=== axi4l_reg_bank ===
## src/rtl/axi4l_pkg.sv

```systemverilog
// ----------------------------------------------------------------------------
// axi4l_pkg
// Shared definitions for the AXI4-Lite register bank:
//   - RESP_OKAY / RESP_SLVERR response encodings
//   - write-engine and read-engine state encodings
//   - log2_fn: constant log2 used to derive the byte-offset width of an address
// ----------------------------------------------------------------------------
package axi4l_pkg;

    localparam logic [1:0] RESP_OKAY   = 2'b00;
    localparam logic [1:0] RESP_SLVERR = 2'b10;

    typedef enum logic {
        W_IDLE = 1'b0,
        W_RESP = 1'b1
    } wr_state_e;

    typedef enum logic {
        R_IDLE = 1'b0,
        R_DATA = 1'b1
    } rd_state_e;

    // floor(log2(v)); v is a power of two in every use here
    function automatic int unsigned log2_fn(input int unsigned v);
        int unsigned r;
        r = 0;
        for (int unsigned i = 0; i < 32; i++) begin
            if ((32'd1 << i) <= v) r = i;
        end
        return r;
    endfunction

endpackage

```

## src/rtl/axi4l_reg_bank_wr_ctrl.sv

```systemverilog
// ----------------------------------------------------------------------------
// axi4l_reg_bank_wr_ctrl
// AW/W capture FSM and B response logic of the register bank. AW and W are
// captured independently; once both are held the transaction commits for one
// cycle (commit_o) and the response is raised on the same edge the register
// updates.
//
// Optional feature macro: AXI4L_REG_BANK_WSTRB_EN
//   defined   : captured strobe is wstrb_i
//   undefined : wstrb_i ignored, captured strobe is all ones
//
// Ports:
//   clk_i, rst_i                      clock, synchronous active-high reset
//   awaddr_i/awvalid_i/awready_o      write address channel
//   wdata_i/wstrb_i/wvalid_i/wready_o write data channel
//   bresp_o/bvalid_o/bready_i         write response channel
//   commit_o                          one-cycle commit strobe to storage
//   idx_o/data_o/strb_o/err_o         committed index, data, strobe, error flag
// ----------------------------------------------------------------------------
module axi4l_reg_bank_wr_ctrl
    import axi4l_pkg::*;
#(
    parameter int unsigned          DATA_WIDTH = 32,
    parameter int unsigned          NUM_REGS   = 8,
    parameter int unsigned          ADDR_WIDTH = 8,
    parameter logic [NUM_REGS-1:0]  RO_MASK    = '0,
    localparam int unsigned         LSB        = log2_fn(DATA_WIDTH / 8),
    localparam int unsigned         IW         = ADDR_WIDTH - LSB
) (
    input  logic                      clk_i,
    input  logic                      rst_i,
    input  logic [ADDR_WIDTH-1:0]     awaddr_i,
    input  logic                      awvalid_i,
    output logic                      awready_o,
    input  logic [DATA_WIDTH-1:0]     wdata_i,
    input  logic [DATA_WIDTH/8-1:0]   wstrb_i,
    input  logic                      wvalid_i,
    output logic                      wready_o,
    output logic [1:0]                bresp_o,
    output logic                      bvalid_o,
    input  logic                      bready_i,
    output logic                      commit_o,
    output logic [IW-1:0]             idx_o,
    output logic [DATA_WIDTH-1:0]     data_o,
    output logic [DATA_WIDTH/8-1:0]   strb_o,
    output logic                      err_o
);

    wr_state_e                 state_q;
    logic                      aw_got_q;
    logic                      w_got_q;
    logic                      awready_q;
    logic                      wready_q;
    logic                      bvalid_q;
    logic [1:0]                bresp_q;
    logic [IW-1:0]             idx_q;
    logic [DATA_WIDTH-1:0]     data_q;
    logic [DATA_WIDTH/8-1:0]   strb_q;

    logic                      aw_fire;
    logic                      w_fire;
    logic                      err;
    logic [DATA_WIDTH/8-1:0]   strb_d;
    logic                      unused_ok;

    assign aw_fire = awvalid_i & awready_q;
    assign w_fire  = wvalid_i & wready_q;

`ifdef AXI4L_REG_BANK_WSTRB_EN
    assign strb_d    = wstrb_i;
    assign unused_ok = ^awaddr_i[LSB-1:0];
`else
    assign strb_d    = '1;
    assign unused_ok = ^{awaddr_i[LSB-1:0], wstrb_i};
`endif

    // Out-of-range index and read-only targets both reject the write
    always_comb begin
        err = 1'b1;
        for (int unsigned i = 0; i < NUM_REGS; i++) begin
            if (32'(idx_q) == i) err = RO_MASK[i];
        end
    end

    always_ff @(posedge clk_i) begin
        if (rst_i) begin
            state_q   <= W_IDLE;
            aw_got_q  <= 1'b0;
            w_got_q   <= 1'b0;
            awready_q <= 1'b1;
            wready_q  <= 1'b1;
            bvalid_q  <= 1'b0;
            bresp_q   <= RESP_OKAY;
            idx_q     <= '0;
            data_q    <= '0;
            strb_q    <= '0;
        end else begin
            case (state_q)
                W_IDLE: begin
                    if (aw_fire) begin
                        aw_got_q  <= 1'b1;
                        awready_q <= 1'b0;
                        idx_q     <= awaddr_i[ADDR_WIDTH-1:LSB];
                    end
                    if (w_fire) begin
                        w_got_q  <= 1'b1;
                        wready_q <= 1'b0;
                        data_q   <= wdata_i;
                        strb_q   <= strb_d;
                    end
                    if ((aw_got_q | aw_fire) && (w_got_q | w_fire)) begin
                        state_q <= W_RESP;
                    end
                end
                W_RESP: begin
                    // First W_RESP cycle is the commit cycle; response rises with it
                    if (!bvalid_q) begin
                        bvalid_q <= 1'b1;
                        bresp_q  <= err ? RESP_SLVERR : RESP_OKAY;
                    end else if (bready_i) begin
                        bvalid_q  <= 1'b0;
                        bresp_q   <= RESP_OKAY;
                        aw_got_q  <= 1'b0;
                        w_got_q   <= 1'b0;
                        awready_q <= 1'b1;
                        wready_q  <= 1'b1;
                        state_q   <= W_IDLE;
                    end
                end
                default: state_q <= W_IDLE;
            endcase
        end
    end

    assign awready_o = awready_q;
    assign wready_o  = wready_q;
    assign bvalid_o  = bvalid_q;
    assign bresp_o   = bresp_q;
    assign commit_o  = (state_q == W_RESP) && !bvalid_q;
    assign idx_o     = idx_q;
    assign data_o    = data_q;
    assign strb_o    = strb_q;
    assign err_o     = err;

endmodule

```

## src/rtl/axi4l_reg_bank.sv

```systemverilog
// ----------------------------------------------------------------------------
// axi4l_reg_bank
// AXI4-Lite slave register bank: NUM_REGS registers of DATA_WIDTH bits.
// Registers flagged in RO_MASK are read-only and read back from i_status.
// Illegal accesses (out of range, write to RO) answer SLVERR.
// Write engine lives in axi4l_reg_bank_wr_ctrl; read engine and storage here.
//
// Optional feature macro: AXI4L_REG_BANK_WSTRB_EN (byte-lane write strobes;
// when undefined every OKAY write updates the full word).
//
// Ports:
//   i_axi_clock, i_axi_reset      clock, synchronous active-high reset
//   i_axi_aw*/o_axi_awaddr_ready  write address channel (prot ignored)
//   i_axi_w*/o_axi_wdata_ready    write data channel
//   o_axi_b*/i_axi_bready         write response channel
//   i_axi_ar*/o_axi_araddr_ready  read address channel (prot ignored)
//   o_axi_r*/i_axi_rdata_ready    read data channel
//   o_regs                        flattened RW register contents
//   i_status                      read values for RO registers
//   o_wr_pulse / o_rd_pulse       per-register access pulses
// ----------------------------------------------------------------------------
module axi4l_reg_bank
    import axi4l_pkg::*;
#(
    parameter int unsigned          DATA_WIDTH = 32,
    parameter int unsigned          NUM_REGS   = 8,
    parameter int unsigned          ADDR_WIDTH = 8,
    parameter logic [NUM_REGS-1:0]  RO_MASK    = '0
) (
    input  logic                            i_axi_clock,
    input  logic                            i_axi_reset,
    input  logic [ADDR_WIDTH-1:0]           i_axi_awaddr,
    input  logic [2:0]                      i_axi_awprot,
    input  logic                            i_axi_awaddr_valid,
    output logic                            o_axi_awaddr_ready,
    input  logic [DATA_WIDTH-1:0]           i_axi_wdata,
    input  logic [DATA_WIDTH/8-1:0]         i_axi_wstrb,
    input  logic                            i_axi_wdata_valid,
    output logic                            o_axi_wdata_ready,
    output logic [1:0]                      o_axi_bresp,
    output logic                            o_axi_bvalid,
    input  logic                            i_axi_bready,
    input  logic [ADDR_WIDTH-1:0]           i_axi_araddr,
    input  logic [2:0]                      i_axi_arprot,
    input  logic                            i_axi_araddr_valid,
    output logic                            o_axi_araddr_ready,
    output logic [DATA_WIDTH-1:0]           o_axi_rdata,
    output logic [1:0]                      o_axi_rresp,
    output logic                            o_axi_rdata_valid,
    input  logic                            i_axi_rdata_ready,
    output logic [NUM_REGS*DATA_WIDTH-1:0]  o_regs,
    input  logic [NUM_REGS*DATA_WIDTH-1:0]  i_status,
    output logic [NUM_REGS-1:0]             o_wr_pulse,
    output logic [NUM_REGS-1:0]             o_rd_pulse
);

    localparam int unsigned LSB   = log2_fn(DATA_WIDTH / 8);
    localparam int unsigned IW    = ADDR_WIDTH - LSB;
    localparam int unsigned NBYTE = DATA_WIDTH / 8;

    // ---------------- write engine ----------------
    logic                  wr_commit;
    logic [IW-1:0]         wr_idx;
    logic [DATA_WIDTH-1:0] wr_data;
    logic [NBYTE-1:0]      wr_strb;
    logic                  wr_err;

    axi4l_reg_bank_wr_ctrl #(
        .DATA_WIDTH (DATA_WIDTH),
        .NUM_REGS   (NUM_REGS),
        .ADDR_WIDTH (ADDR_WIDTH),
        .RO_MASK    (RO_MASK)
    ) u_wr_ctrl (
        .clk_i     (i_axi_clock),
        .rst_i     (i_axi_reset),
        .awaddr_i  (i_axi_awaddr),
        .awvalid_i (i_axi_awaddr_valid),
        .awready_o (o_axi_awaddr_ready),
        .wdata_i   (i_axi_wdata),
        .wstrb_i   (i_axi_wstrb),
        .wvalid_i  (i_axi_wdata_valid),
        .wready_o  (o_axi_wdata_ready),
        .bresp_o   (o_axi_bresp),
        .bvalid_o  (o_axi_bvalid),
        .bready_i  (i_axi_bready),
        .commit_o  (wr_commit),
        .idx_o     (wr_idx),
        .data_o    (wr_data),
        .strb_o    (wr_strb),
        .err_o     (wr_err)
    );

    // ---------------- register storage ----------------
    logic [DATA_WIDTH-1:0] regs_q [NUM_REGS];
    logic [NUM_REGS-1:0]   wr_pulse_q;
    logic [NUM_REGS-1:0]   wr_sel;

    always_comb begin
        wr_sel = '0;
        for (int unsigned i = 0; i < NUM_REGS; i++) begin
            wr_sel[i] = (32'(wr_idx) == i);
        end
    end

    always_ff @(posedge i_axi_clock) begin
        if (i_axi_reset) begin
            for (int unsigned i = 0; i < NUM_REGS; i++) regs_q[i] <= '0;
            wr_pulse_q <= '0;
        end else begin
            wr_pulse_q <= '0;
            if (wr_commit && !wr_err) begin
                wr_pulse_q <= wr_sel;
                for (int unsigned i = 0; i < NUM_REGS; i++) begin
                    if (wr_sel[i]) begin
                        for (int unsigned b = 0; b < NBYTE; b++) begin
                            if (wr_strb[b]) regs_q[i][8*b +: 8] <= wr_data[8*b +: 8];
                        end
                    end
                end
            end
        end
    end

    always_comb begin
        o_regs = '0;
        for (int unsigned i = 0; i < NUM_REGS; i++) begin
            o_regs[i*DATA_WIDTH +: DATA_WIDTH] = regs_q[i];
        end
    end

    assign o_wr_pulse = wr_pulse_q;

    // ---------------- read engine ----------------
    rd_state_e             rd_state_q;
    logic                  arready_q;
    logic                  rvalid_q;
    logic [1:0]            rresp_q;
    logic [DATA_WIDTH-1:0] rdata_q;
    logic [NUM_REGS-1:0]   rd_pulse_q;

    logic [IW-1:0]         rd_idx;
    logic [NUM_REGS-1:0]   rd_sel;
    logic [DATA_WIDTH-1:0] rd_val;
    logic                  rd_err;
    logic                  ar_fire;

    assign rd_idx  = i_axi_araddr[ADDR_WIDTH-1:LSB];
    assign ar_fire = i_axi_araddr_valid & arready_q;

    // Sampling regs_q here means a write committing on the same edge is not
    // yet visible: the read returns the pre-write value.
    always_comb begin
        rd_sel = '0;
        rd_val = '0;
        for (int unsigned i = 0; i < NUM_REGS; i++) begin
            if (32'(rd_idx) == i) begin
                rd_sel[i] = 1'b1;
                rd_val    = RO_MASK[i] ? i_status[i*DATA_WIDTH +: DATA_WIDTH] : regs_q[i];
            end
        end
        rd_err = ~|rd_sel;
    end

    always_ff @(posedge i_axi_clock) begin
        if (i_axi_reset) begin
            rd_state_q <= R_IDLE;
            arready_q  <= 1'b1;
            rvalid_q   <= 1'b0;
            rresp_q    <= RESP_OKAY;
            rdata_q    <= '0;
            rd_pulse_q <= '0;
        end else begin
            rd_pulse_q <= '0;
            case (rd_state_q)
                R_IDLE: begin
                    if (ar_fire) begin
                        arready_q  <= 1'b0;
                        rvalid_q   <= 1'b1;
                        rdata_q    <= rd_val;
                        rresp_q    <= rd_err ? RESP_SLVERR : RESP_OKAY;
                        rd_pulse_q <= rd_sel;
                        rd_state_q <= R_DATA;
                    end
                end
                R_DATA: begin
                    if (i_axi_rdata_ready) begin
                        rvalid_q   <= 1'b0;
                        arready_q  <= 1'b1;
                        rd_state_q <= R_IDLE;
                    end
                end
                default: rd_state_q <= R_IDLE;
            endcase
        end
    end

    assign o_axi_araddr_ready = arready_q;
    assign o_axi_rdata_valid  = rvalid_q;
    assign o_axi_rresp        = rresp_q;
    assign o_axi_rdata        = rdata_q;
    assign o_rd_pulse         = rd_pulse_q;

    logic unused_ok;
    assign unused_ok = ^{i_axi_awprot, i_axi_arprot, i_axi_araddr[LSB-1:0], i_status};

endmodule

```

## config.mk

```make
export PLATFORM = sky130hd
export DESIGN_NAME = axi4l_reg_bank
export DESIGN_NICKNAME = d
export VERILOG_FILES = /design/src/rtl/axi4l_pkg.sv /design/src/rtl/axi4l_reg_bank_wr_ctrl.sv /design/src/rtl/axi4l_reg_bank.sv
export SDC_FILE = /design/constraint.sdc
export NUM_CORES = 1
export LEC_CHECK = 0
export CORE_ASPECT_RATIO = 0.5
export CORE_MARGIN = 4
export CORE_UTILIZATION = 30
export DETAILED_ROUTE_END_ITERATION = 10
export GPL_TIMING_DRIVEN = 1
export HOLD_SLACK_MARGIN = 0.03
export SLEW_MARGIN = 10
export SYNTH_ARGS = -nofsm -noshare
export SYNTH_HDL_FRONTEND = slang
export SYNTH_SLANG_ARGS = --single-unit
```

## constraint.sdc

```tcl
create_clock -name i_axi_clock -period 5 [get_ports i_axi_clock]
set_clock_uncertainty 0.2 [all_clocks]
set_input_delay 1 -clock i_axi_clock [delete_from_list [all_inputs] [get_ports i_axi_clock]]
set_output_delay 1 -clock i_axi_clock [all_outputs]
set_load 0.01 [all_outputs]
```

=== mux4_rr_arbiter_flat ===
--- config.mk ---
export PLATFORM = sky130hd
export DESIGN_NAME = mux4_rr_arbiter_flat
export DESIGN_NICKNAME = d
export VERILOG_FILES = /design/src/rtl/mux4_rr_arbiter_if.sv /design/src/rtl/mux4_rr_arbiter.sv /design/src/flat_wrapper.sv
export SDC_FILE = /design/constraint.sdc
export NUM_CORES = 1
export LEC_CHECK = 0
export ABC_AREA = 0
export CAP_MARGIN = 20
export CORE_MARGIN = 8
export CORE_UTILIZATION = 46
export CTS_BUF_LIST = sky130_fd_sc_hd__clkbuf_4 sky130_fd_sc_hd__clkbuf_8 sky130_fd_sc_hd__clkbuf_16
export CTS_CLUSTER_DIAMETER = 50
export DETAILED_ROUTE_END_ITERATION = 10
export PLACE_DENSITY = 0.74
export SYNTH_ARGS = -nofsm -noshare
export SYNTH_HDL_FRONTEND = slang
export SYNTH_SLANG_ARGS = --single-unit
--- constraint.sdc ---
create_clock -name clk -period 2 [get_ports clk]
set_clock_uncertainty 0.1 [all_clocks]
set_input_delay 0.4 -clock clk [delete_from_list [all_inputs] [get_ports clk]]
set_output_delay 0.4 -clock clk [all_outputs]
set_load 0.01 [all_outputs]
--- src/rtl/mux4_rr_arbiter_if.sv ---
// ---------------------------------------------------------------------------
// mux4_rr_arbiter_if
//   Bundle between four requesters and the round-robin arbiter that owns the
//   shared 4-to-1 single-bit mux.
//
//   Signals
//     req[3:0]      requester i raises req[i] to ask for the mux
//     D_0..D_3      requester data bits presented to the mux
//     grant[3:0]    one-hot grant, all zero when idle
//     select[1:0]   mux select, index of the granted requester
//     valid         high whenever grant is non-zero
//     D_out         muxed data bit, 0 when not valid
//
//   Modports
//     master  requester side: drives req and data, observes the grant
//     slave   arbiter side: observes req and data, drives the grant
// ---------------------------------------------------------------------------
interface mux4_rr_arbiter_if;
  logic [3:0] req;
  logic       D_0;
  logic       D_1;
  logic       D_2;
  logic       D_3;
  logic [3:0] grant;
  logic [1:0] select;
  logic       valid;
  logic       D_out;

  modport master (
    output req, D_0, D_1, D_2, D_3,
    input  grant, select, valid, D_out
  );

  modport slave (
    input  req, D_0, D_1, D_2, D_3,
    output grant, select, valid, D_out
  );
endinterface

--- src/rtl/mux4_rr_arbiter.sv ---
// ---------------------------------------------------------------------------
// mux4_rr_arbiter
//   Round-robin arbiter and sequencer in front of a 4-to-1 single-bit mux.
//   One requester at a time holds the mux for a burst of at most BURST_LEN
//   cycles; the burst ends early when the owner drops its request. Priority
//   rotates to the index after the finishing owner, and a pending requester
//   is granted on the very next cycle with no idle bubble.
//
//   Parameters
//     BURST_LEN   maximum consecutive cycles per grant, 1..16
//
//   Ports
//     clk         rising-edge clock
//     rst         synchronous active-high reset
//     bus         mux4_rr_arbiter_if.slave: req/D_* in, grant/select/valid/D_out out
// ---------------------------------------------------------------------------
module mux4_rr_arbiter #(
  parameter int BURST_LEN = 4
) (
  input  logic                  clk,
  input  logic                  rst,
  mux4_rr_arbiter_if.slave      bus
);

  if (BURST_LEN < 1 || BURST_LEN > 16) begin : g_bad_burst_len
    $error("mux4_rr_arbiter: BURST_LEN must be in 1..16");
  end

  typedef enum logic {
    ST_IDLE,
    ST_GRANT
  } state_t;

  localparam logic [3:0] LP_CNT_LAST = 4'(BURST_LEN - 1);

  // First requesting index at or after 'start', wrapping 3 -> 0. Scanning the
  // offsets from far to near lets the nearest hit overwrite the others, so no
  // early exit is needed. With req == 0 the result is unused.
  function automatic logic [1:0] pick(input logic [3:0] req, input logic [1:0] start);
    logic [1:0] idx;
    pick = start;
    for (int i = 3; i >= 0; i--) begin
      idx = start + 2'(i);
      if (req[idx]) pick = idx;
    end
  endfunction

  state_t     r_state;
  logic [1:0] r_ptr;
  logic [3:0] r_cnt;
  logic [1:0] r_select;
  logic [3:0] r_grant;
  logic       r_valid;

  logic       w_any_req;
  logic       w_burst_end;
  logic [1:0] w_next_start;
  logic [1:0] w_pick_idle;
  logic [1:0] w_pick_next;
  logic       w_mux;

  assign w_any_req    = |bus.req;
  // Only the owner's request line can end a burst; other req changes are ignored.
  assign w_burst_end  = !bus.req[r_select] || (r_cnt == LP_CNT_LAST);
  // Searching from select+1 visits the current owner last, so it is only
  // regranted when it is the sole requester left.
  assign w_next_start = r_select + 2'd1;
  assign w_pick_idle  = pick(bus.req, r_ptr);
  assign w_pick_next  = pick(bus.req, w_next_start);

  // NOTE: every variable assigned in always_comb gets a value before the case,
  // otherwise an unlisted path would infer a latch.
  always_comb begin
    w_mux = 1'b0;
    case (r_select)
      2'd0:    w_mux = bus.D_0;
      2'd1:    w_mux = bus.D_1;
      2'd2:    w_mux = bus.D_2;
      default: w_mux = bus.D_3;
    endcase
  end

  // NOTE: sequential state uses non-blocking assignments so every register
  // samples the pre-edge values, independent of statement order.
  always_ff @(posedge clk) begin
    if (rst) begin
      r_state  <= ST_IDLE;
      r_ptr    <= 2'd0;
      r_cnt    <= 4'd0;
      r_select <= 2'd0;
      r_grant  <= 4'b0000;
      r_valid  <= 1'b0;
    end else begin
      case (r_state)
        ST_IDLE: begin
          if (w_any_req) begin
            r_select <= w_pick_idle;
            r_grant  <= 4'b0001 << w_pick_idle;
            r_valid  <= 1'b1;
            r_cnt    <= 4'd0;
            r_state  <= ST_GRANT;
          end
        end

        ST_GRANT: begin
          if (!w_burst_end) begin
            r_cnt <= r_cnt + 4'd1;
          end else begin
            r_ptr <= w_next_start;
            r_cnt <= 4'd0;
            if (w_any_req) begin
              r_select <= w_pick_next;
              r_grant  <= 4'b0001 << w_pick_next;
            end else begin
              // select is left as-is; D_out is gated by valid while idle.
              r_grant <= 4'b0000;
              r_valid <= 1'b0;
              r_state <= ST_IDLE;
            end
          end
        end

        default: r_state <= ST_IDLE;
      endcase
    end
  end

  assign bus.grant  = r_grant;
  assign bus.select = r_select;
  assign bus.valid  = r_valid;
  assign bus.D_out  = r_valid & w_mux;

endmodule

--- src/flat_wrapper.sv ---
// flat-port wrapper written by rule: the top's interface ports become plain ports
module mux4_rr_arbiter_flat 
#(
  parameter int BURST_LEN = 4
)
  (clk, rst, bus_req, bus_D_0, bus_D_1, bus_D_2, bus_D_3, bus_grant, bus_select, bus_valid, bus_D_out);
  mux4_rr_arbiter_if bus_i ();
  input  logic clk;
  input  logic rst;
  input wire logic [$bits(bus_i.req)-1:0] bus_req;
  input wire logic [$bits(bus_i.D_0)-1:0] bus_D_0;
  input wire logic [$bits(bus_i.D_1)-1:0] bus_D_1;
  input wire logic [$bits(bus_i.D_2)-1:0] bus_D_2;
  input wire logic [$bits(bus_i.D_3)-1:0] bus_D_3;
  output wire logic [$bits(bus_i.grant)-1:0] bus_grant;
  output wire logic [$bits(bus_i.select)-1:0] bus_select;
  output wire logic [$bits(bus_i.valid)-1:0] bus_valid;
  output wire logic [$bits(bus_i.D_out)-1:0] bus_D_out;
  assign bus_i.req = bus_req;
  assign bus_i.D_0 = bus_D_0;
  assign bus_i.D_1 = bus_D_1;
  assign bus_i.D_2 = bus_D_2;
  assign bus_i.D_3 = bus_D_3;
  assign bus_grant = bus_i.grant;
  assign bus_select = bus_i.select;
  assign bus_valid = bus_i.valid;
  assign bus_D_out = bus_i.D_out;
  mux4_rr_arbiter #(.BURST_LEN(BURST_LEN)) u_core (.clk(clk), .rst(rst), .bus(bus_i));
endmodule
**axi4l_reg_bank: gate families picked out**

Bar = 100 um.
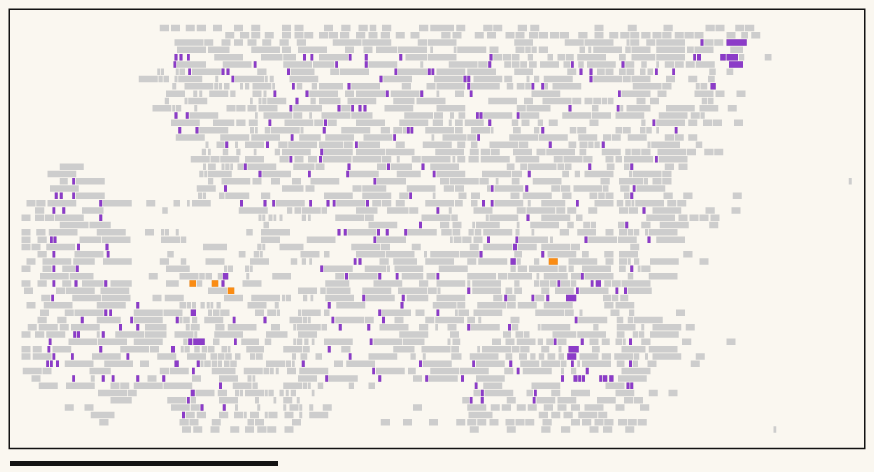
legend:
  orange:
    family: AND-OR and OR-AND gates
    cells: 4
    most_used: o21a_1
  purple:
    family: NOR gates
    cells: 266
    most_used: nor2_1
    where: widely spread

==> impl_metrics.tcl, axi4l_reg_bank <==
# yosys + openroad results
set metrics [dict create \
    cts-htree-levels 2 \
    ioPinCount 634 \
    area_growth_pct 37.22 \
    die_x_um 318.2 \
    setup_tns_ns 0 \
    cts_hold_buf 0 \
    power_density_nw_per_um2 337.2 \
    hold_slack_ns 0.2553 \
    adder_share 0 \
    cts_tree "done" \
    layout.nonclk_buf_frac 0.1944 \
    place_congestion 0.8753 \
    design.seq.count 354 \
    clock_sinks 354 \
    synth.most_common_cell "edfxtp_1" \
    p_sw_mw 1.684 \
    status "finished, final reports clean" \
    cts_made_buffers 35 \
    cp.depth 5 \
    grt_pass1_vias 10770 \
    warnings 296 \
    irDropWorstVdd_v 0.0001815 \
    flop_area_um2 9649 \
    fmax_mhz 295.3 \
    design_area_um2 19800 \
    comb_share 0.2177 \
    synth_top_flop_cell "edfxtp_1" \
    ys_sh_simple 0.1336 \
    largest_area_cell "edfxtp_1" \
    p_comb_frac 0.116 \
    num-nonclk-inverters 36 \
    regToRegSetupSlack_ns 1.79 \
    finalHoldViolCount 0 \
    grt_antenna_before_repair 2 \
    cts_setup_buffers 0 \
    area_leaders "edfxtp_1 53%, dfxtp_1 14%, nor2_1 6.3%, mux4_2 5.0%, nand2b_1 2.1%" \
    maxCapViolCount 0 \
    r2r_start "u_wr_ctrl.state_q$_SDFF_PP0_" \
]
-- axi4l_reg_bank: routing by layer --
layer | wire length, um | global-route usage
met3 | 6135 | 0.05906
met4 | 3763 | 0.1123
met1 | 25040 | 0.3079
met2 | 26720 | 0.3428
met5 | 0 | 0
-- axi4l_reg_bank: cells in the final DEF (no fill, tap or decap), types with 2 or more instances in the layout --
master and n:
nor2_1 244, clkinv_2 4, inv_6 2, buf_12 2
buf_4 30, or3_1 2, edfxtp_1 256, o32ai_1 23
dfxtp_1 98, nand2b_1 47, a221oi_1 22, o21bai_1 3
clkbuf_8 4, nor4_2 2, or2_2 2, nor2_4 2
mux2_2 7, conb_1 2, nand2_1 78, clkdlybuf4s50_1 358
o221ai_1 7, a21oi_1 42, clkbuf_1 13, nand3b_1 4
o31ai_1 2, o21bai_4 2, o21a_1 3, a211oi_1 34
a222oi_1 2, clkinv_1 2, mux4_2 32, clkbuf_16 36
mux2i_1 28, nand3_1 2, nor2b_1 5, inv_1 36
o2bb2ai_1 7, a31oi_1 25, nor3_1 9, and2_1 26
-- axi4l_reg_bank: tightest hold or removal path, stage by stage (launching register included) --
cell	delay, ns
dfxtp_1	0.31
nand2_1	0.05
a21oi_1	0.05
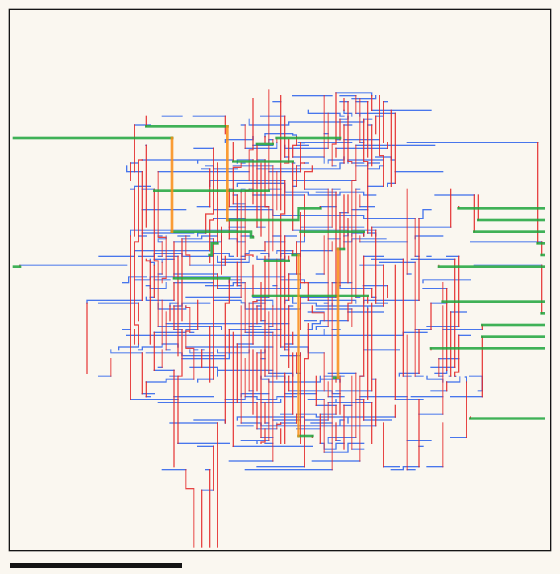
**Above:** mux4_rr_arbiter_flat (metal layers overlaid).
Bar = 20 um.
legend:
  blue:
    layer: metal 1
    wire_length: 1180 um
  green:
    layer: metal 3
    wire_length: 202 um
  red:
    layer: metal 2
    wire_length: 1390 um
  orange:
    layer: metal 4
    wire_length: 57.8 um

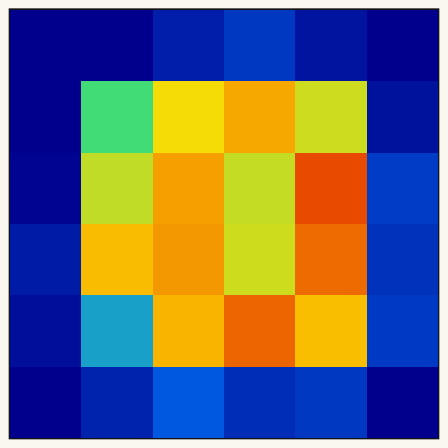
**Above:** mux4_rr_arbiter_flat (cell density map).
The die is cut into 6 by 6 equal tiles; dark blue is low, red is high, 0 to 100% covered.
densest ninth of the die: middle
nearly empty tiles: 19%
mean over tiles: 36%
tiles over 75% full: 25%
fullest tile: 92%
post-layout util: 0.6791
Pre-Place Util: 0.4700
Core ar.: 2148 um^2

==> impl_metrics.tcl, mux4_rr_arbiter_flat <==
# yosys + openroad results
set metrics [dict create \
    status "finished with violations" \
    violations "negative setup slack" \
    worstRegToRegCells 6 \
    lay_top_count "buf_4" \
    clockBufferDepth 2 \
    placed_cell_area_um2 1351 \
    die_x_um 62.85 \
    grt_pass1_wl_um 4443 \
    yosysCellCount 121 \
    seq_area_frac_synth 0.2776 \
    grt_antenna_before_repair 0 \
    crit_end "bus_D_out" \
    flop_area_um2 289.0 \
    crit_path_cell_trace "inv_4 -> ha_4 -> a222oi_1 -> o21ai_1 -> and2_1 -> buf_2" \
    period_used_share 1.020 \
    clock_latency_ns 0.29 \
    p_comb_frac 0.437 \
    setup_ws_ns -0.03977 \
    cts_setup_buffers 1 \
    setup_viol 1 \
    hold_slack_ns 0.4186 \
    setup_tns_ns -0.03977 \
    synthCells 121 \
    fmax_mhz 490.3 \
    synthXorXnorAreaFrac 0 \
    maxCapViolCount 0 \
    grt_pass1_vias 1035 \
    avgSynthCellArea_um2 8.345 \
    muxShareOfSynthArea 0.03222 \
]
## mux4_rr_arbiter_flat: sequential cells by signal, summed over array words and instances (netlist names)
signal             cells
u_core.bus.valid       1
u_core.r_ptr           2
u_core.r_state         1
u_core.bus.grant       4
u_core.r_cnt           4
u_core.bus.select      2
## mux4_rr_arbiter_flat: layout make-up
class                      count  share of cell area
clock buffer                   4             0.02487
inverter                       2            0.008576
multi-input combinational     98              0.4906
sequential                    14              0.1981
tap                           28             0.02401
timing repair buffer          44              0.2539
## mux4_rr_arbiter_flat: cell usage after synthesis, drive strengths merged, types with 2 or more instances
library cell,number
a311oi,3
or3,2
a211oi,5
o2111ai,2
nand2b,2
or2,2
nor2b,4
nand3b,2
a21oi,5
ha,5
clkbuf,3
a21boi,2
inv,2
nor2,18
nand2,6
dfxtp,14
nand3,6
and2,2
nor3,3
a31oi,2
buf,4
o21ai,8
nor4,2
## mux4_rr_arbiter_flat: layer usage
metal / GRT usage / vias up
met5: 0 / -
met4: 0.03419 / 0
met3: 0.04839 / 8
met2: 0.2303 / 39
met1: 0.1483 / 498
li1: - / 537

=== prod_accumulator ===
**prod_accumulator: gate families picked out**

Bar = 20 um.
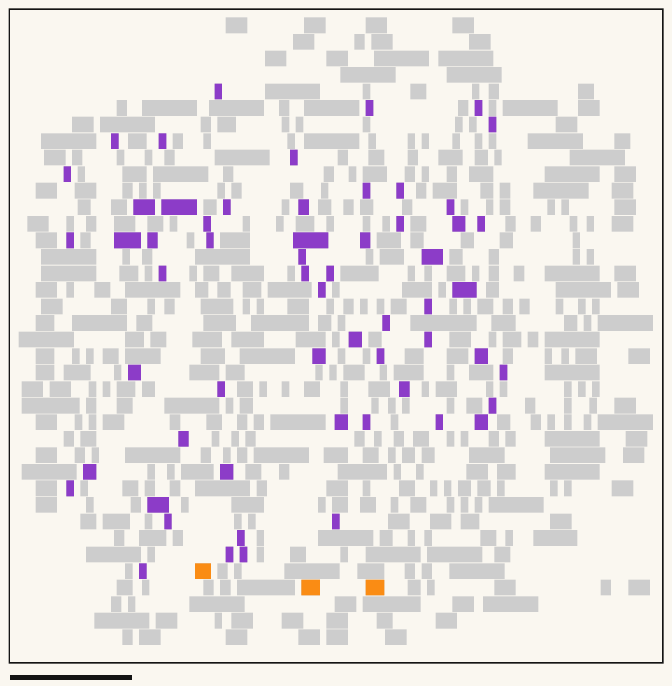

<file path="config.mk">
export PLATFORM = sky130hd
export DESIGN_NAME = prod_accumulator
export DESIGN_NICKNAME = d
export VERILOG_FILES = /design/src/rtl/arith_pkg.sv /design/src/rtl/prod_accumulator.sv
export SDC_FILE = /design/constraint.sdc
export NUM_CORES = 1
export LEC_CHECK = 0
export ABC_AREA = 1
export CELL_PAD_IN_SITES_DETAIL_PLACEMENT = 1
export CELL_PAD_IN_SITES_GLOBAL_PLACEMENT = 2
export CORE_UTILIZATION = 25
export CTS_CLUSTER_SIZE = 28
export DETAILED_ROUTE_END_ITERATION = 12
export GPL_ROUTABILITY_DRIVEN = 1
export GPL_TIMING_DRIVEN = 0
export PLACE_DENSITY_LB_ADDON = 0.3
export SLEW_MARGIN = 20
export SYNTH_ARGS = -nofsm -noshare
export SYNTH_HDL_FRONTEND = slang
export SYNTH_SLANG_ARGS = --single-unit
</file>
<file path="constraint.sdc">
create_clock -name clk -period 1.8 [get_ports clk]
set_clock_uncertainty 0.1 [all_clocks]
set_input_delay 0.18 -clock clk [delete_from_list [all_inputs] [get_ports clk]]
set_output_delay 0.18 -clock clk [all_outputs]
set_load 0.02 [all_outputs]
</file>
<file path="src/rtl/arith_pkg.sv">
// Shared definitions for the multiplier-side arithmetic blocks: default
// datapath widths and the accumulator control state encoding.
package arith_pkg;

   // Default widths: product matches the 8x8 multiplier output, the
   // accumulator leaves headroom for a few hundred full-scale products.
   localparam int DEF_PROD_W = 16;
   localparam int DEF_ACC_W  = 24;
   localparam int DEF_LEN_W  = 8;

   typedef enum logic [1:0] {
      IDLE  = 2'd0,
      ACCUM = 2'd1,
      DONE  = 2'd2
   } acc_state_e;

endpackage : arith_pkg

</file>
<file path="src/rtl/prod_accumulator.sv">
// Product accumulator: sums a programmed number of unsigned products taken
// over a valid/ready stream, then holds the sum until the consumer acks it.
// The accumulator wraps modulo 2^ACC_W, and a sticky flag records any carry
// out of the top bit during the run.
module prod_accumulator
   import arith_pkg::*;
#(
   parameter int PROD_W = DEF_PROD_W,
   parameter int ACC_W  = DEF_ACC_W,   // must be >= PROD_W
   parameter int LEN_W  = DEF_LEN_W
) (
   input  logic              clk,
   input  logic              rst_n,
   input  logic              start,
   input  logic [LEN_W-1:0]  len,
   input  logic [PROD_W-1:0] prod_in,
   input  logic              prod_valid,
   output logic              prod_ready,
   output logic [ACC_W-1:0]  acc_out,
   output logic              acc_valid,
   input  logic              acc_ack,
   output logic              overflow,
   output logic              busy
);

   acc_state_e       state_q, state_d;
   logic [ACC_W-1:0] acc_q,   acc_d;
   logic             ovf_q,   ovf_d;
   logic [LEN_W-1:0] cnt_q,   cnt_d;

   // One extra bit on the adder captures the carry out of ACC_W.
   logic [ACC_W:0]   prod_ext;
   logic [ACC_W:0]   sum_ext;
   logic             xfer;

   // Handshake and status outputs decode straight from the state register.
   assign prod_ready = (state_q == ACCUM);
   assign acc_valid  = (state_q == DONE);
   assign busy       = (state_q == ACCUM) || (state_q == DONE);
   assign acc_out    = acc_q;
   assign overflow   = ovf_q;

   assign xfer     = prod_valid && prod_ready;
   // Products are unsigned: zero-extend, never sign-extend.
   assign prod_ext = {{(ACC_W + 1 - PROD_W){1'b0}}, prod_in};
   assign sum_ext  = {1'b0, acc_q} + prod_ext;

   // Next-state, accumulator, overflow and term-counter update.
   always_comb begin
      // NOTE: every target gets a hold default first so no path leaves it
      // unassigned; that is what keeps this block free of inferred latches.
      state_d = state_q;
      acc_d   = acc_q;
      ovf_d   = ovf_q;
      cnt_d   = cnt_q;

      unique case (state_q)
         IDLE: begin
            if (start) begin
               acc_d   = '0;
               ovf_d   = 1'b0;
               cnt_d   = len;
               // An empty run goes straight to DONE with a zero result.
               state_d = (len == '0) ? DONE : ACCUM;
            end
         end

         ACCUM: begin
            if (xfer) begin
               acc_d = sum_ext[ACC_W-1:0];
               if (sum_ext[ACC_W]) begin
                  ovf_d = 1'b1;
               end
               cnt_d = cnt_q - LEN_W'(1);
               if (cnt_q == LEN_W'(1)) begin
                  state_d = DONE;
               end
            end
         end

         DONE: begin
            // start is deliberately ignored here, even alongside acc_ack.
            if (acc_ack) begin
               state_d = IDLE;
            end
         end

         default: state_d = IDLE;
      endcase
   end

   // State register; reset drops any partial sum immediately.
   always_ff @(posedge clk or negedge rst_n) begin
      if (!rst_n) begin
         state_q <= IDLE;
         acc_q   <= '0;
         ovf_q   <= 1'b0;
         cnt_q   <= '0;
      end else begin
         // NOTE: non-blocking updates so every flop samples the pre-edge
         // values regardless of statement order.
         state_q <= state_d;
         acc_q   <= acc_d;
         ovf_q   <= ovf_d;
         cnt_q   <= cnt_d;
      end
   end

endmodule : prod_accumulator

</file>
=== logic_wordunit_seq_flat ===
**src/rtl/logic_wordunit_seq_if.sv**
```systemverilog
// Operand/result bundle for the chunk-serial logic unit.
// Master issues start/op/operands; slave returns result and flags.
interface logic_wordunit_seq_if #(
  parameter int w = 64
);
  logic         start;
  logic [2:0]   op;
  logic [w-1:0] in_0;
  logic [w-1:0] in_1;
  logic [w-1:0] out;
  logic         busy;
  logic         done;
  logic         zero;
  logic         parity;

  modport master (
    output start,
    output op,
    output in_0,
    output in_1,
    input  out,
    input  busy,
    input  done,
    input  zero,
    input  parity
  );

  modport slave (
    input  start,
    input  op,
    input  in_0,
    input  in_1,
    output out,
    output busy,
    output done,
    output zero,
    output parity
  );
endinterface

```
**src/rtl/logic_wordunit_seq.sv**
```systemverilog
// Eight-op bitwise logic unit that walks a w-bit word in c-bit chunks,
// one chunk per cycle, with start/busy/done handshake and zero/parity flags.
module logic_wordunit_seq #(
  parameter int w = 64,
  parameter int c = 16
) (
  input logic             clk,
  input logic             rst_n,
  logic_wordunit_seq_if.slave bus
);

  localparam int N  = w / c;
  localparam int CW = (N > 1) ? $clog2(N) : 1;

  localparam logic [0:0] IDLE = 1'b0;
  localparam logic [0:0] BUSY = 1'b1;

  if (c < 1 || (w % c) != 0) begin : g_bad_cfg
    $fatal(1, "logic_wordunit_seq: w must be a multiple of c");
  end

  logic [0:0]   state;
  logic [w-1:0] a_q;
  logic [w-1:0] b_q;
  logic [2:0]   op_q;
  logic [CW-1:0] cnt;
  logic [c-1:0] or_acc;
  logic         xor_acc;

  logic [w-1:0] out_q;
  logic         busy_q;
  logic         done_q;
  logic         zero_q;
  logic         par_q;

  logic [c-1:0] a_ch;
  logic [c-1:0] b_ch;
  logic [c-1:0] res;
  logic         last;

  always_comb begin
    a_ch = '0;
    b_ch = '0;
    for (int i = 0; i < N; i++) begin
      if (cnt == CW'(i)) begin
        a_ch = a_q[i*c +: c];
        b_ch = b_q[i*c +: c];
      end
    end
  end

  always_comb begin
    res = '0;
    unique case (op_q)
      3'b000: res = a_ch & b_ch;
      3'b001: res = a_ch | b_ch;
      3'b010: res = a_ch ^ b_ch;
      3'b011: res = ~(a_ch ^ b_ch);
      3'b100: res = ~(a_ch & b_ch);
      3'b101: res = ~(a_ch | b_ch);
      3'b110: res = ~a_ch;
      3'b111: res = a_ch;
      default: res = '0;
    endcase
  end

  assign last = (cnt == CW'(N - 1));

  always_ff @(posedge clk or negedge rst_n) begin
    if (!rst_n) begin
      state   <= IDLE;
      a_q     <= '0;
      b_q     <= '0;
      op_q    <= '0;
      cnt     <= '0;
      or_acc  <= '0;
      xor_acc <= 1'b0;
      out_q   <= '0;
      busy_q  <= 1'b0;
      done_q  <= 1'b0;
      zero_q  <= 1'b0;
      par_q   <= 1'b0;
    end else begin
      done_q <= 1'b0;
      unique case (state)
        IDLE: begin
          if (bus.start) begin
            a_q     <= bus.in_0;
            b_q     <= bus.in_1;
            op_q    <= bus.op;
            out_q   <= '0;
            cnt     <= '0;
            or_acc  <= '0;
            xor_acc <= 1'b0;
            state   <= BUSY;
            busy_q  <= 1'b1;
          end
        end
        BUSY: begin
          for (int i = 0; i < N; i++) begin
            if (cnt == CW'(i)) begin
              out_q[i*c +: c] <= res;
            end
          end
          // Flags fold in the final chunk directly; accumulators stop here.
          if (last) begin
            state  <= IDLE;
            busy_q <= 1'b0;
            done_q <= 1'b1;
            zero_q <= ~((|or_acc) | (|res));
            par_q  <= xor_acc ^ (^res);
          end else begin
            cnt     <= cnt + CW'(1);
            or_acc  <= or_acc | res;
            xor_acc <= xor_acc ^ (^res);
          end
        end
        default: state <= IDLE;
      endcase
    end
  end

  assign bus.out    = out_q;
  assign bus.busy   = busy_q;
  assign bus.done   = done_q;
  assign bus.zero   = zero_q;
  assign bus.parity = par_q;

endmodule

```
**src/flat_wrapper.sv**
```systemverilog
// flat-port wrapper written by rule: the top's interface ports become plain ports
module logic_wordunit_seq_flat 
#(
  parameter int w = 64,
  parameter int c = 16
)
  (clk, rst_n, bus_start, bus_op, bus_in_0, bus_in_1, bus_out, bus_busy, bus_done, bus_zero, bus_parity);
  logic_wordunit_seq_if #(.w(w)) bus_i ();
  input logic clk;
  input logic rst_n;
  input wire logic [$bits(bus_i.start)-1:0] bus_start;
  input wire logic [$bits(bus_i.op)-1:0] bus_op;
  input wire logic [$bits(bus_i.in_0)-1:0] bus_in_0;
  input wire logic [$bits(bus_i.in_1)-1:0] bus_in_1;
  output wire logic [$bits(bus_i.out)-1:0] bus_out;
  output wire logic [$bits(bus_i.busy)-1:0] bus_busy;
  output wire logic [$bits(bus_i.done)-1:0] bus_done;
  output wire logic [$bits(bus_i.zero)-1:0] bus_zero;
  output wire logic [$bits(bus_i.parity)-1:0] bus_parity;
  assign bus_i.start = bus_start;
  assign bus_i.op = bus_op;
  assign bus_i.in_0 = bus_in_0;
  assign bus_i.in_1 = bus_in_1;
  assign bus_out = bus_i.out;
  assign bus_busy = bus_i.busy;
  assign bus_done = bus_i.done;
  assign bus_zero = bus_i.zero;
  assign bus_parity = bus_i.parity;
  logic_wordunit_seq #(.w(w), .c(c)) u_core (.clk(clk), .rst_n(rst_n), .bus(bus_i));
endmodule
```
**config.mk**
```make
export PLATFORM = sky130hd
export DESIGN_NAME = logic_wordunit_seq_flat
export DESIGN_NICKNAME = d
export VERILOG_FILES = /design/src/rtl/logic_wordunit_seq_if.sv /design/src/rtl/logic_wordunit_seq.sv /design/src/flat_wrapper.sv
export SDC_FILE = /design/constraint.sdc
export NUM_CORES = 1
export LEC_CHECK = 0
export CORE_MARGIN = 2
export CORE_UTILIZATION = 50
export CTS_CLUSTER_DIAMETER = 80
export CTS_CLUSTER_SIZE = 40
export DETAILED_ROUTE_END_ITERATION = 6
export PLACE_DENSITY_LB_ADDON = 0.2
export SLEW_MARGIN = 10
export SYNTH_ARGS = -nofsm -noshare
export SYNTH_HDL_FRONTEND = slang
export SYNTH_SLANG_ARGS = --single-unit
```
**constraint.sdc**
```tcl
create_clock -name clk -period 6.95 [get_ports clk]
set_input_delay 1.39 -clock clk [delete_from_list [all_inputs] [get_ports clk]]
set_output_delay 1.39 -clock clk [all_outputs]
set_load 0.01 [all_outputs]
```
=== sum_accumulator ===
`src/rtl/sum_accumulator.sv`:
```
// sum_accumulator: block accumulator behind the 3-operand adder.
// Sums count_p adder results and hands the block total downstream.
module sum_accumulator #(
    parameter  int width_p  = 4,
    parameter  int count_p  = 4,
    localparam int cnt_w_lp = $clog2(count_p + 1),
    localparam int acc_w_lp = width_p + 1 + cnt_w_lp
) (
    input  logic                clk_i,
    input  logic                reset_n_i,
    input  logic                valid_i,
    output logic                ready_o,
    input  logic [width_p:0]    sum_i,
    input  logic                flush_i,
    output logic                valid_o,
    input  logic                ready_i,
    output logic [acc_w_lp-1:0] total_o,
    output logic [cnt_w_lp-1:0] count_o
);

    localparam logic [0:0] ACCUM = 1'b0;
    localparam logic [0:0] DONE  = 1'b1;

    localparam logic [cnt_w_lp-1:0] LAST = cnt_w_lp'(count_p - 1);

    logic [0:0]          state_q, state_d;
    logic [acc_w_lp-1:0] acc_q, acc_d;
    logic [acc_w_lp-1:0] total_q, total_d;
    logic [cnt_w_lp-1:0] cnt_q, cnt_d;
    logic [acc_w_lp-1:0] acc_sum;

    assign acc_sum = acc_q + acc_w_lp'(sum_i);

    // Next-state: flush wins; ACCUM collects sums, DONE waits for the sink.
    always_comb begin
        state_d = state_q;
        acc_d   = acc_q;
        total_d = total_q;
        cnt_d   = cnt_q;
        if (flush_i) begin
            state_d = ACCUM;
            acc_d   = '0;
            cnt_d   = '0;
        end else begin
            case (state_q)
                ACCUM: begin
                    if (valid_i) begin
                        if (cnt_q == LAST) begin
                            total_d = acc_sum;
                            acc_d   = '0;
                            cnt_d   = '0;
                            state_d = DONE;
                        end else begin
                            acc_d = acc_sum;
                            cnt_d = cnt_q + 1'b1;
                        end
                    end
                end
                DONE: begin
                    if (ready_i) begin
                        state_d = ACCUM;
                    end
                end
                default: state_d = ACCUM;
            endcase
        end
    end

    // State registers, cleared immediately by the async reset.
    always_ff @(posedge clk_i or negedge reset_n_i) begin
        if (!reset_n_i) begin
            state_q <= ACCUM;
            acc_q   <= '0;
            total_q <= '0;
            cnt_q   <= '0;
        end else begin
            state_q <= state_d;
            acc_q   <= acc_d;
            total_q <= total_d;
            cnt_q   <= cnt_d;
        end
    end

    assign ready_o = (state_q == ACCUM);
    assign valid_o = (state_q == DONE);
    assign total_o = total_q;
    assign count_o = cnt_q;

endmodule

```
`config.mk`:
```
export PLATFORM = sky130hd
export DESIGN_NAME = sum_accumulator
export DESIGN_NICKNAME = d
export VERILOG_FILES = /design/src/rtl/sum_accumulator.sv
export SDC_FILE = /design/constraint.sdc
export NUM_CORES = 1
export LEC_CHECK = 0
export CAP_MARGIN = 20
export CORE_MARGIN = 1.5
export CORE_UTILIZATION = 30
export CTS_CLUSTER_SIZE = 8
export DETAILED_ROUTE_END_ITERATION = 6
export GPL_TIMING_DRIVEN = 0
export PLACE_DENSITY = 0.6
export REMOVE_ABC_BUFFERS = 1
export SYNTH_ARGS = -nofsm -noshare
export SYNTH_HDL_FRONTEND = slang
export SYNTH_SLANG_ARGS = --single-unit
export TNS_END_PERCENT = 10
```
`constraint.sdc`:
```
create_clock -name clk_i -period 2.3 [get_ports clk_i]
set_input_delay 0.46 -clock clk_i [delete_from_list [all_inputs] [get_ports clk_i]]
set_output_delay 0.46 -clock clk_i [all_outputs]
set_load 0.02 [all_outputs]
```
**sum_accumulator: routing congestion map**

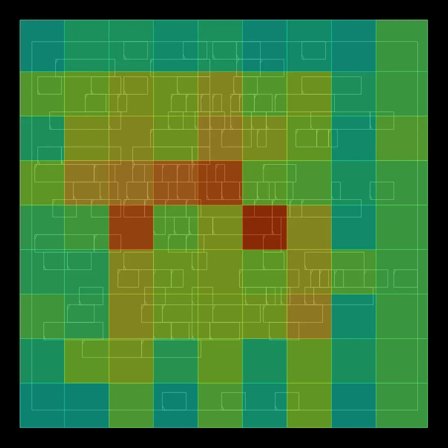
routed length per instance: 13.75 um
M3 GR Usage: 0.03750
grt met1 use: 0.1638
gr usage total: 0.1255

==> impl_metrics.tcl, sum_accumulator <==
# yosys + openroad results
set metrics [dict create \
    core-area_um2 3416 \
    place_ws_ns -0.1716 \
    power_mw 0.8770 \
    post-route-util 0.4066 \
    top_area_frac 0.4603 \
    cp_max_fo 3 \
    synthCells 101 \
    hpwl_um 1662 \
    yosys_area_um2 1087 \
    avgSynthCellArea_um2 10.77 \
    layout.nets 142 \
    hold_start "total_o[1]$_DFFE_PN0P_" \
    path_class "in2reg" \
    synth.most_common_cell "dfrtp_1" \
    synth-async-reset-ratio 1.000 \
    fin_cells 170 \
    wl_um 2337 \
    vias 873 \
    antenna_cells 0 \
    dpl.cell_count 166 \
    tightest_slew_ns 0.9186 \
    wl_met3_um 90 \
    synth-edff-count 0 \
    numSynthFlops 20 \
    irDropWorstVdd_v 0.0004178 \
    dr_wl_met2_um 1109 \
    crit_start "sum_i[0]" \
    cts_setup_buffers 0 \
    rows 21 \
    cts-resized-gates 0 \
    fmax_mhz 466.8 \
    worst_ep_required_time_ns 2.53 \
    area_leaders "dfrtp_1 46%, ha_1 6.9%, a22o_1 5.6%, nand2_1 4.1%, mux2_2 3.1%" \
    grt_overflow 0 \
    grt_pass1_vias 869 \
    status "finished, final reports clean" \
    fp_util 0.3183 \
    final_cell_mix "22 x clkdlybuf4s50_1, 20 x dfrtp_1, 12 x nand2_1, 7 x a22o_1, 6 x ha_1" \
    cp-end-kind "flop" \
    place_congestion 0.7727 \
    globalRoute.busiestLayer "met2" \
    period_used_share 0.9314 \
    drt_iter0_drc 22 \
    avgViaCountPerCell 5.135 \
    holdPathEnd "total_o[1]$_DFFE_PN0P_" \
]
[sum_accumulator: cell families after synthesis]
| logic type | Yosys count | synth area share |
|---|---|---|
| AOI/OAI and AO/OA | 29 | 0.1991 |
| DFF | 20 | 0.4603 |
| and+or+nand+nor | 34 | 0.1795 |
| adders and majority gates | 7 | 0.08746 |
| xor gates and xnor gates | 3 | 0.02417 |
| muxes | 3 | 0.03107 |
| buffers and inverters | 5 | 0.01841 |
[sum_accumulator: worst max-delay path, stage by stage]
cell and delay [ns]:
clkdlybuf4s50_1 0.41, ha_1 0.25, fa_1 0.41, a21o_1 0.22
a221o_1 0.36, xnor2_1 0.14, o21ai_0 0.13
[sum_accumulator: power by group]
part	switching, mW	leakage, nW	internal (mW)
clock network	0.111	0.0210	0.0967
logic	0.132	0.338	0.123
registers	0.0246	0.270	0.389
total	0.268	0.629	0.609
[sum_accumulator: cell type report]
cell class	instances	area (um^2)	share of cell area
sequential	20	500.5	0.3604
inverter	2	7.507	0.005405
multi-input combinational	76	566.8	0.4081
clock buffer	4	36.28	0.02613
timing repair buffer	22	220.2	0.1586
tap	46	57.56	0.04144
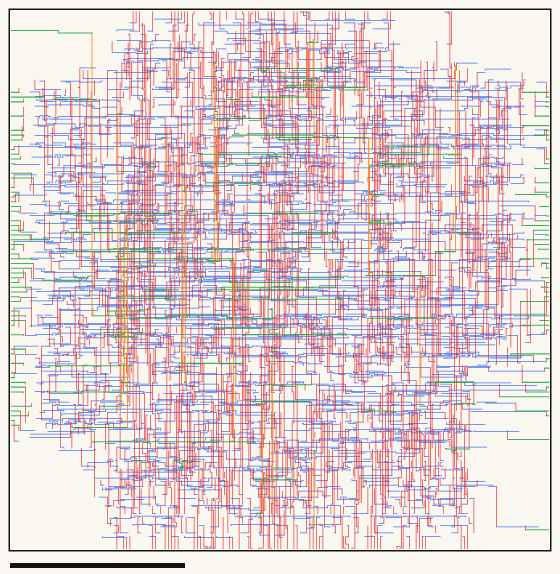
**Above:** logic_wordunit_seq_flat (metal layers overlaid).
Bar = 50 um.
legend:
  blue:
    layer: metal 1
    wire_length: 13700 um
  red:
    layer: metal 2
    wire_length: 14500 um
  green:
    layer: metal 3
    wire_length: 1610 um
  orange:
    layer: metal 4
    wire_length: 811 um
routed via count: 9671
gr usage total: 0.2587
Post-Route WL: 30660 um

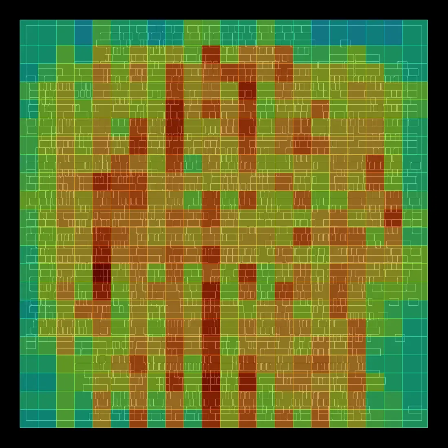
**Above:** logic_wordunit_seq_flat (routing congestion map).
grt met1 use: 0.3675
post-layout util: 0.6142

==> impl_metrics.tcl, logic_wordunit_seq_flat <==
# yosys + openroad results
set metrics [dict create \
    n_all_buffers 211 \
    power_frac_clock 0.100 \
    drt_iter0_drc 784 \
    min_path_cells 2 \
    adder_share 0.04864 \
    status "finished, final reports clean" \
    muxShareOfSynthArea 0.001879 \
    cp-end-kind "flop" \
    drt-met1-wl_um 13730 \
    seq_area_frac_synth 0.4842 \
    rows 55 \
    synthXorXnorAreaFrac 0.02089 \
    power_mw 7.778 \
    nWellTaps 285 \
    drive_above_1_share 0.04082 \
    relSlewSlack 0.2111 \
    hold_slack_ns 0.4883 \
]
## logic_wordunit_seq_flat: cell usage after synthesis (all sizes together)
master  count
xor2        1
o31ai       2
inv        24
or3        22
o211ai      7
nor2       40
nand2b      4
xnor2      26
o21ai      79
o22ai      15
nor2b      20
mux2i       1
buf        26
nor3        9
a21oi      81
a21o       16
nor4        4
nand3b     16
o211a      14
o21a        8
dfrtp     219
a211o       1
and2       18
a221oi      3
mux2        1
or2        15
nor3b       1
nand4       2
clkbuf     64
nand2     459
a211oi      1
o32ai       8
nand3      44
a31oi      36
or4b        1
ha         44
## logic_wordunit_seq_flat: registers in the layout, summed over array words and instances (netlist names), 2 cells and up
signal          cells
u_core.a_q         64
u_core.b_q         64
u_core.bus.out     64
u_core.or_acc      16
u_core.op_q         3
u_core.cnt          2
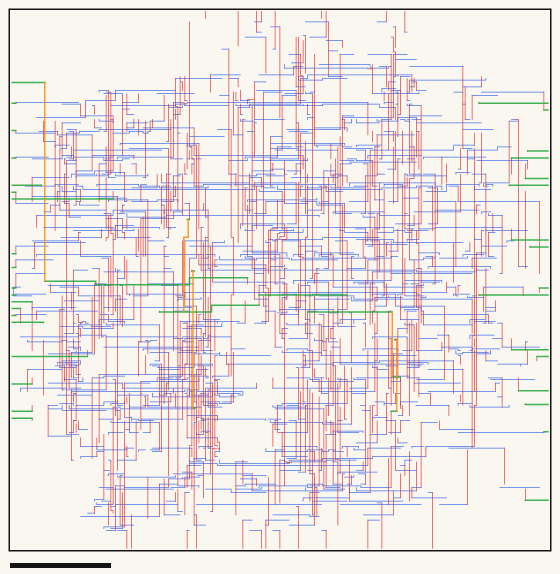
**Above:** prod_accumulator (metal layers overlaid).
Bar = 20 um.
legend:
  red:
    layer: metal 2
    wire_length: 4720 um
  orange:
    layer: metal 4
    wire_length: 113 um
  green:
    layer: metal 3
    wire_length: 268 um
  blue:
    layer: metal 1
    wire_length: 4610 um
routed length per instance: 15.06 um
gr usage total: 0.1734
Post-Route WL: 9711 um

Notes on 'gate families picked out' of prod_accumulator above:
legend:
  orange:
    family: AND-OR and OR-AND gates
    cells: 3
    most_used: a22o_1
  purple:
    family: NOR gates
    cells: 59
    most_used: nor2_1
final std cells w/o fill: 645
most used logic cell in the final layout: nand2_1
logic share of the area: 0.4830

==> impl_metrics.tcl, prod_accumulator <==
# yosys + openroad results
set metrics [dict create \
    status "finished with violations" \
    violations "negative setup slack" \
    drt-met1-wl_um 4613 \
    fillCellCount 1312 \
    design.seq.count 35 \
    crit_path_cell_trace "ha_4 -> fa_2 -> nand2_2 -> nand3_2 -> nand3_2 -> nand2_4 -> nand2_4 -> nand2_4 -> nand3b_1 -> a21oi_2" \
    synth_top_flop_cell "dfrtp_1" \
    sh_seq_area 0.1980 \
    clock_sinks 35 \
    swShare 0.4689 \
    clk_share 0.02644 \
    synthXorXnorAreaFrac 0.003163 \
    hold_slack_ns 0.2247 \
    avgSynthCellArea_um2 6.770 \
    vias 3039 \
    yosysUniqueCellTypes 37 \
    synth_area_um2 2769 \
    setup_ws_ns -0.06931 \
    dr.pass1.iters 4 \
    clock_power_mw 0.793 \
    setup_viol 11 \
    grt_antenna_before_repair 0 \
    yosys_area_um2 2769 \
    adder_share 0.1021 \
    cts_tree "done" \
    period_used_share 1.039 \
    drt_iter0_drc 46 \
    ys_top_cells_by_count "128 x nand2_1, 44 x nor2_1, 42 x inv_1" \
]
-- prod_accumulator: layout by cell type (no fill, tap or decap), types with 11 or more instances in the layout --
master	n
nand2_1	105
clkdlybuf4s50_1	52
nor2_1	38
inv_1	36
dfrtp_1	31
buf_4	27
a21oi_1	22
nand2_2	18
ha_4	17
o21ai_0	16
nand3_1	15
nand3_2	11
o21ai_1	11
-- prod_accumulator: worst paths after layout --
kind | cells after the start | slack, ns | endpoint
worst max-delay path | 10 | -0.07 | overflow$_DFFE_PN0P_
worst min-delay path | 2 | 0.22 | acc_out[5]$_DFFE_PN0P_
worst max register to register | 10 | -0.07 | overflow$_DFFE_PN0P_
worst min register to register | 2 | 0.45 | overflow$_DFFE_PN0P_
max in group asynchronous | 3 | 0.90 | acc_out[14]$_DFFE_PN0P_
min in group clk | 2 | 0.45 | overflow$_DFFE_PN0P_
-- prod_accumulator: flip-flops by register name, summed over array words and instances (netlist names) --
register  cells
acc_out      24
cnt_q         8
overflow      1
state_q       2
-- prod_accumulator: repair_timing --
item / CTS / global route
hold buffers: 1 / 0
pin swaps: 13 / 18
hold endpoints to repair: 13 / 0
buffers inserted: 19 / 12
gates cloned: 0 / 2
gates resized: 77 / 46
setup endpoints to repair: 36 / 36

==> notes/layouts.md <==
Pictures saved along the way, in no particular order.

Cell density map.
picture 1
The die is cut into 15 by 15 equal tiles; dark blue is low, red is high, 0 to 100% covered.
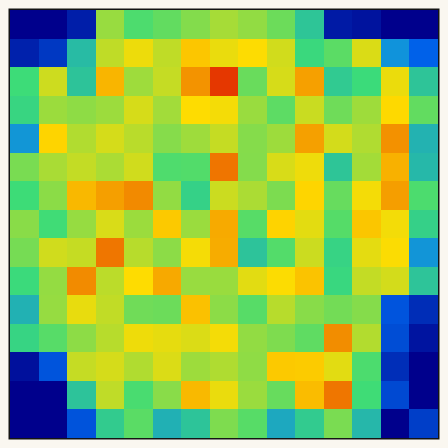
picture 2
The die is cut into 11 by 11 equal tiles; dark blue is low, red is high, 0 to 100% covered.
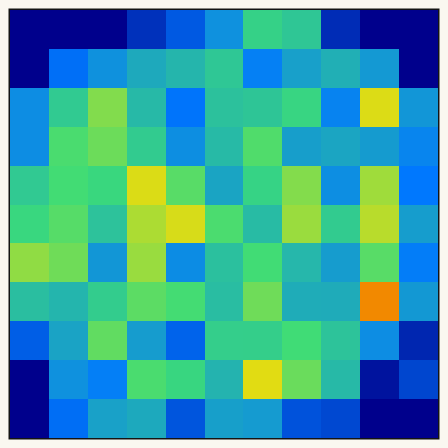
picture 3
The die is cut into 6 by 6 equal tiles; dark blue is low, red is high, 0 to 100% covered.
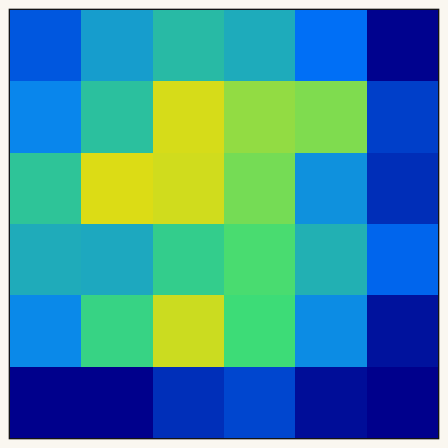
prod_accumulator: picture 2
logic_wordunit_seq_flat: picture 1
sum_accumulator: picture 3



==> screenshots <==
Clock distribution.
(a)
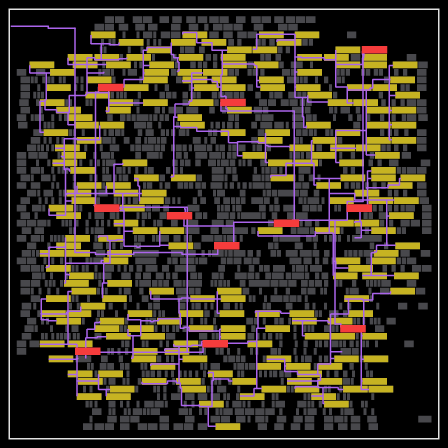
(b)
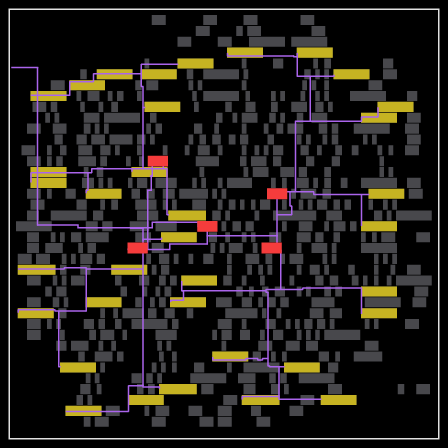
(c)
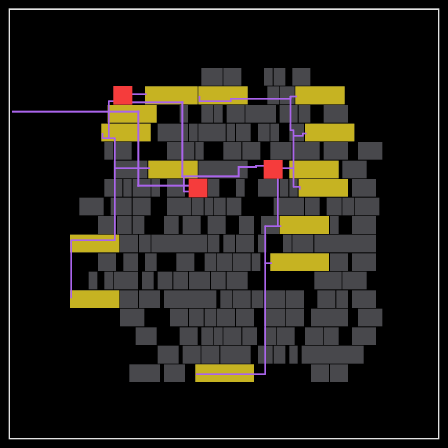
(d)
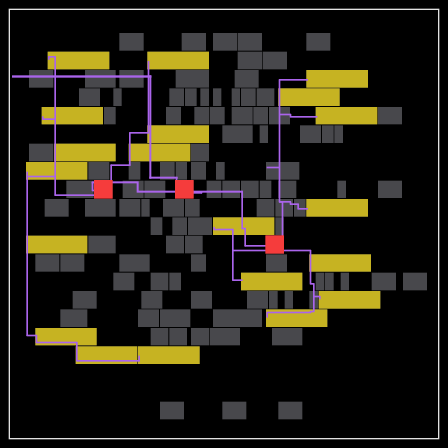
(e)
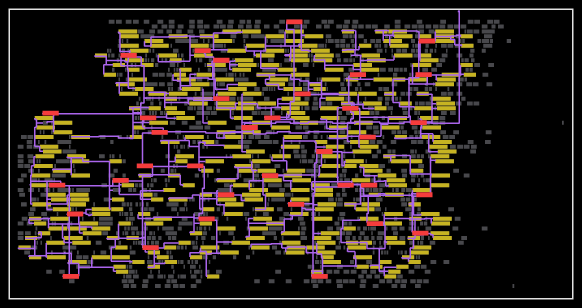
Of these, most sequential cells: (e)
Of these, fewest sequential cells: (c)
logic_wordunit_seq_flat is (a).
mux4_rr_arbiter_flat is (c).
axi4l_reg_bank is (e).
sum_accumulator is (d).
prod_accumulator is (b).

Power figures rest on the tool's default switching activity, not on a simulated workload.
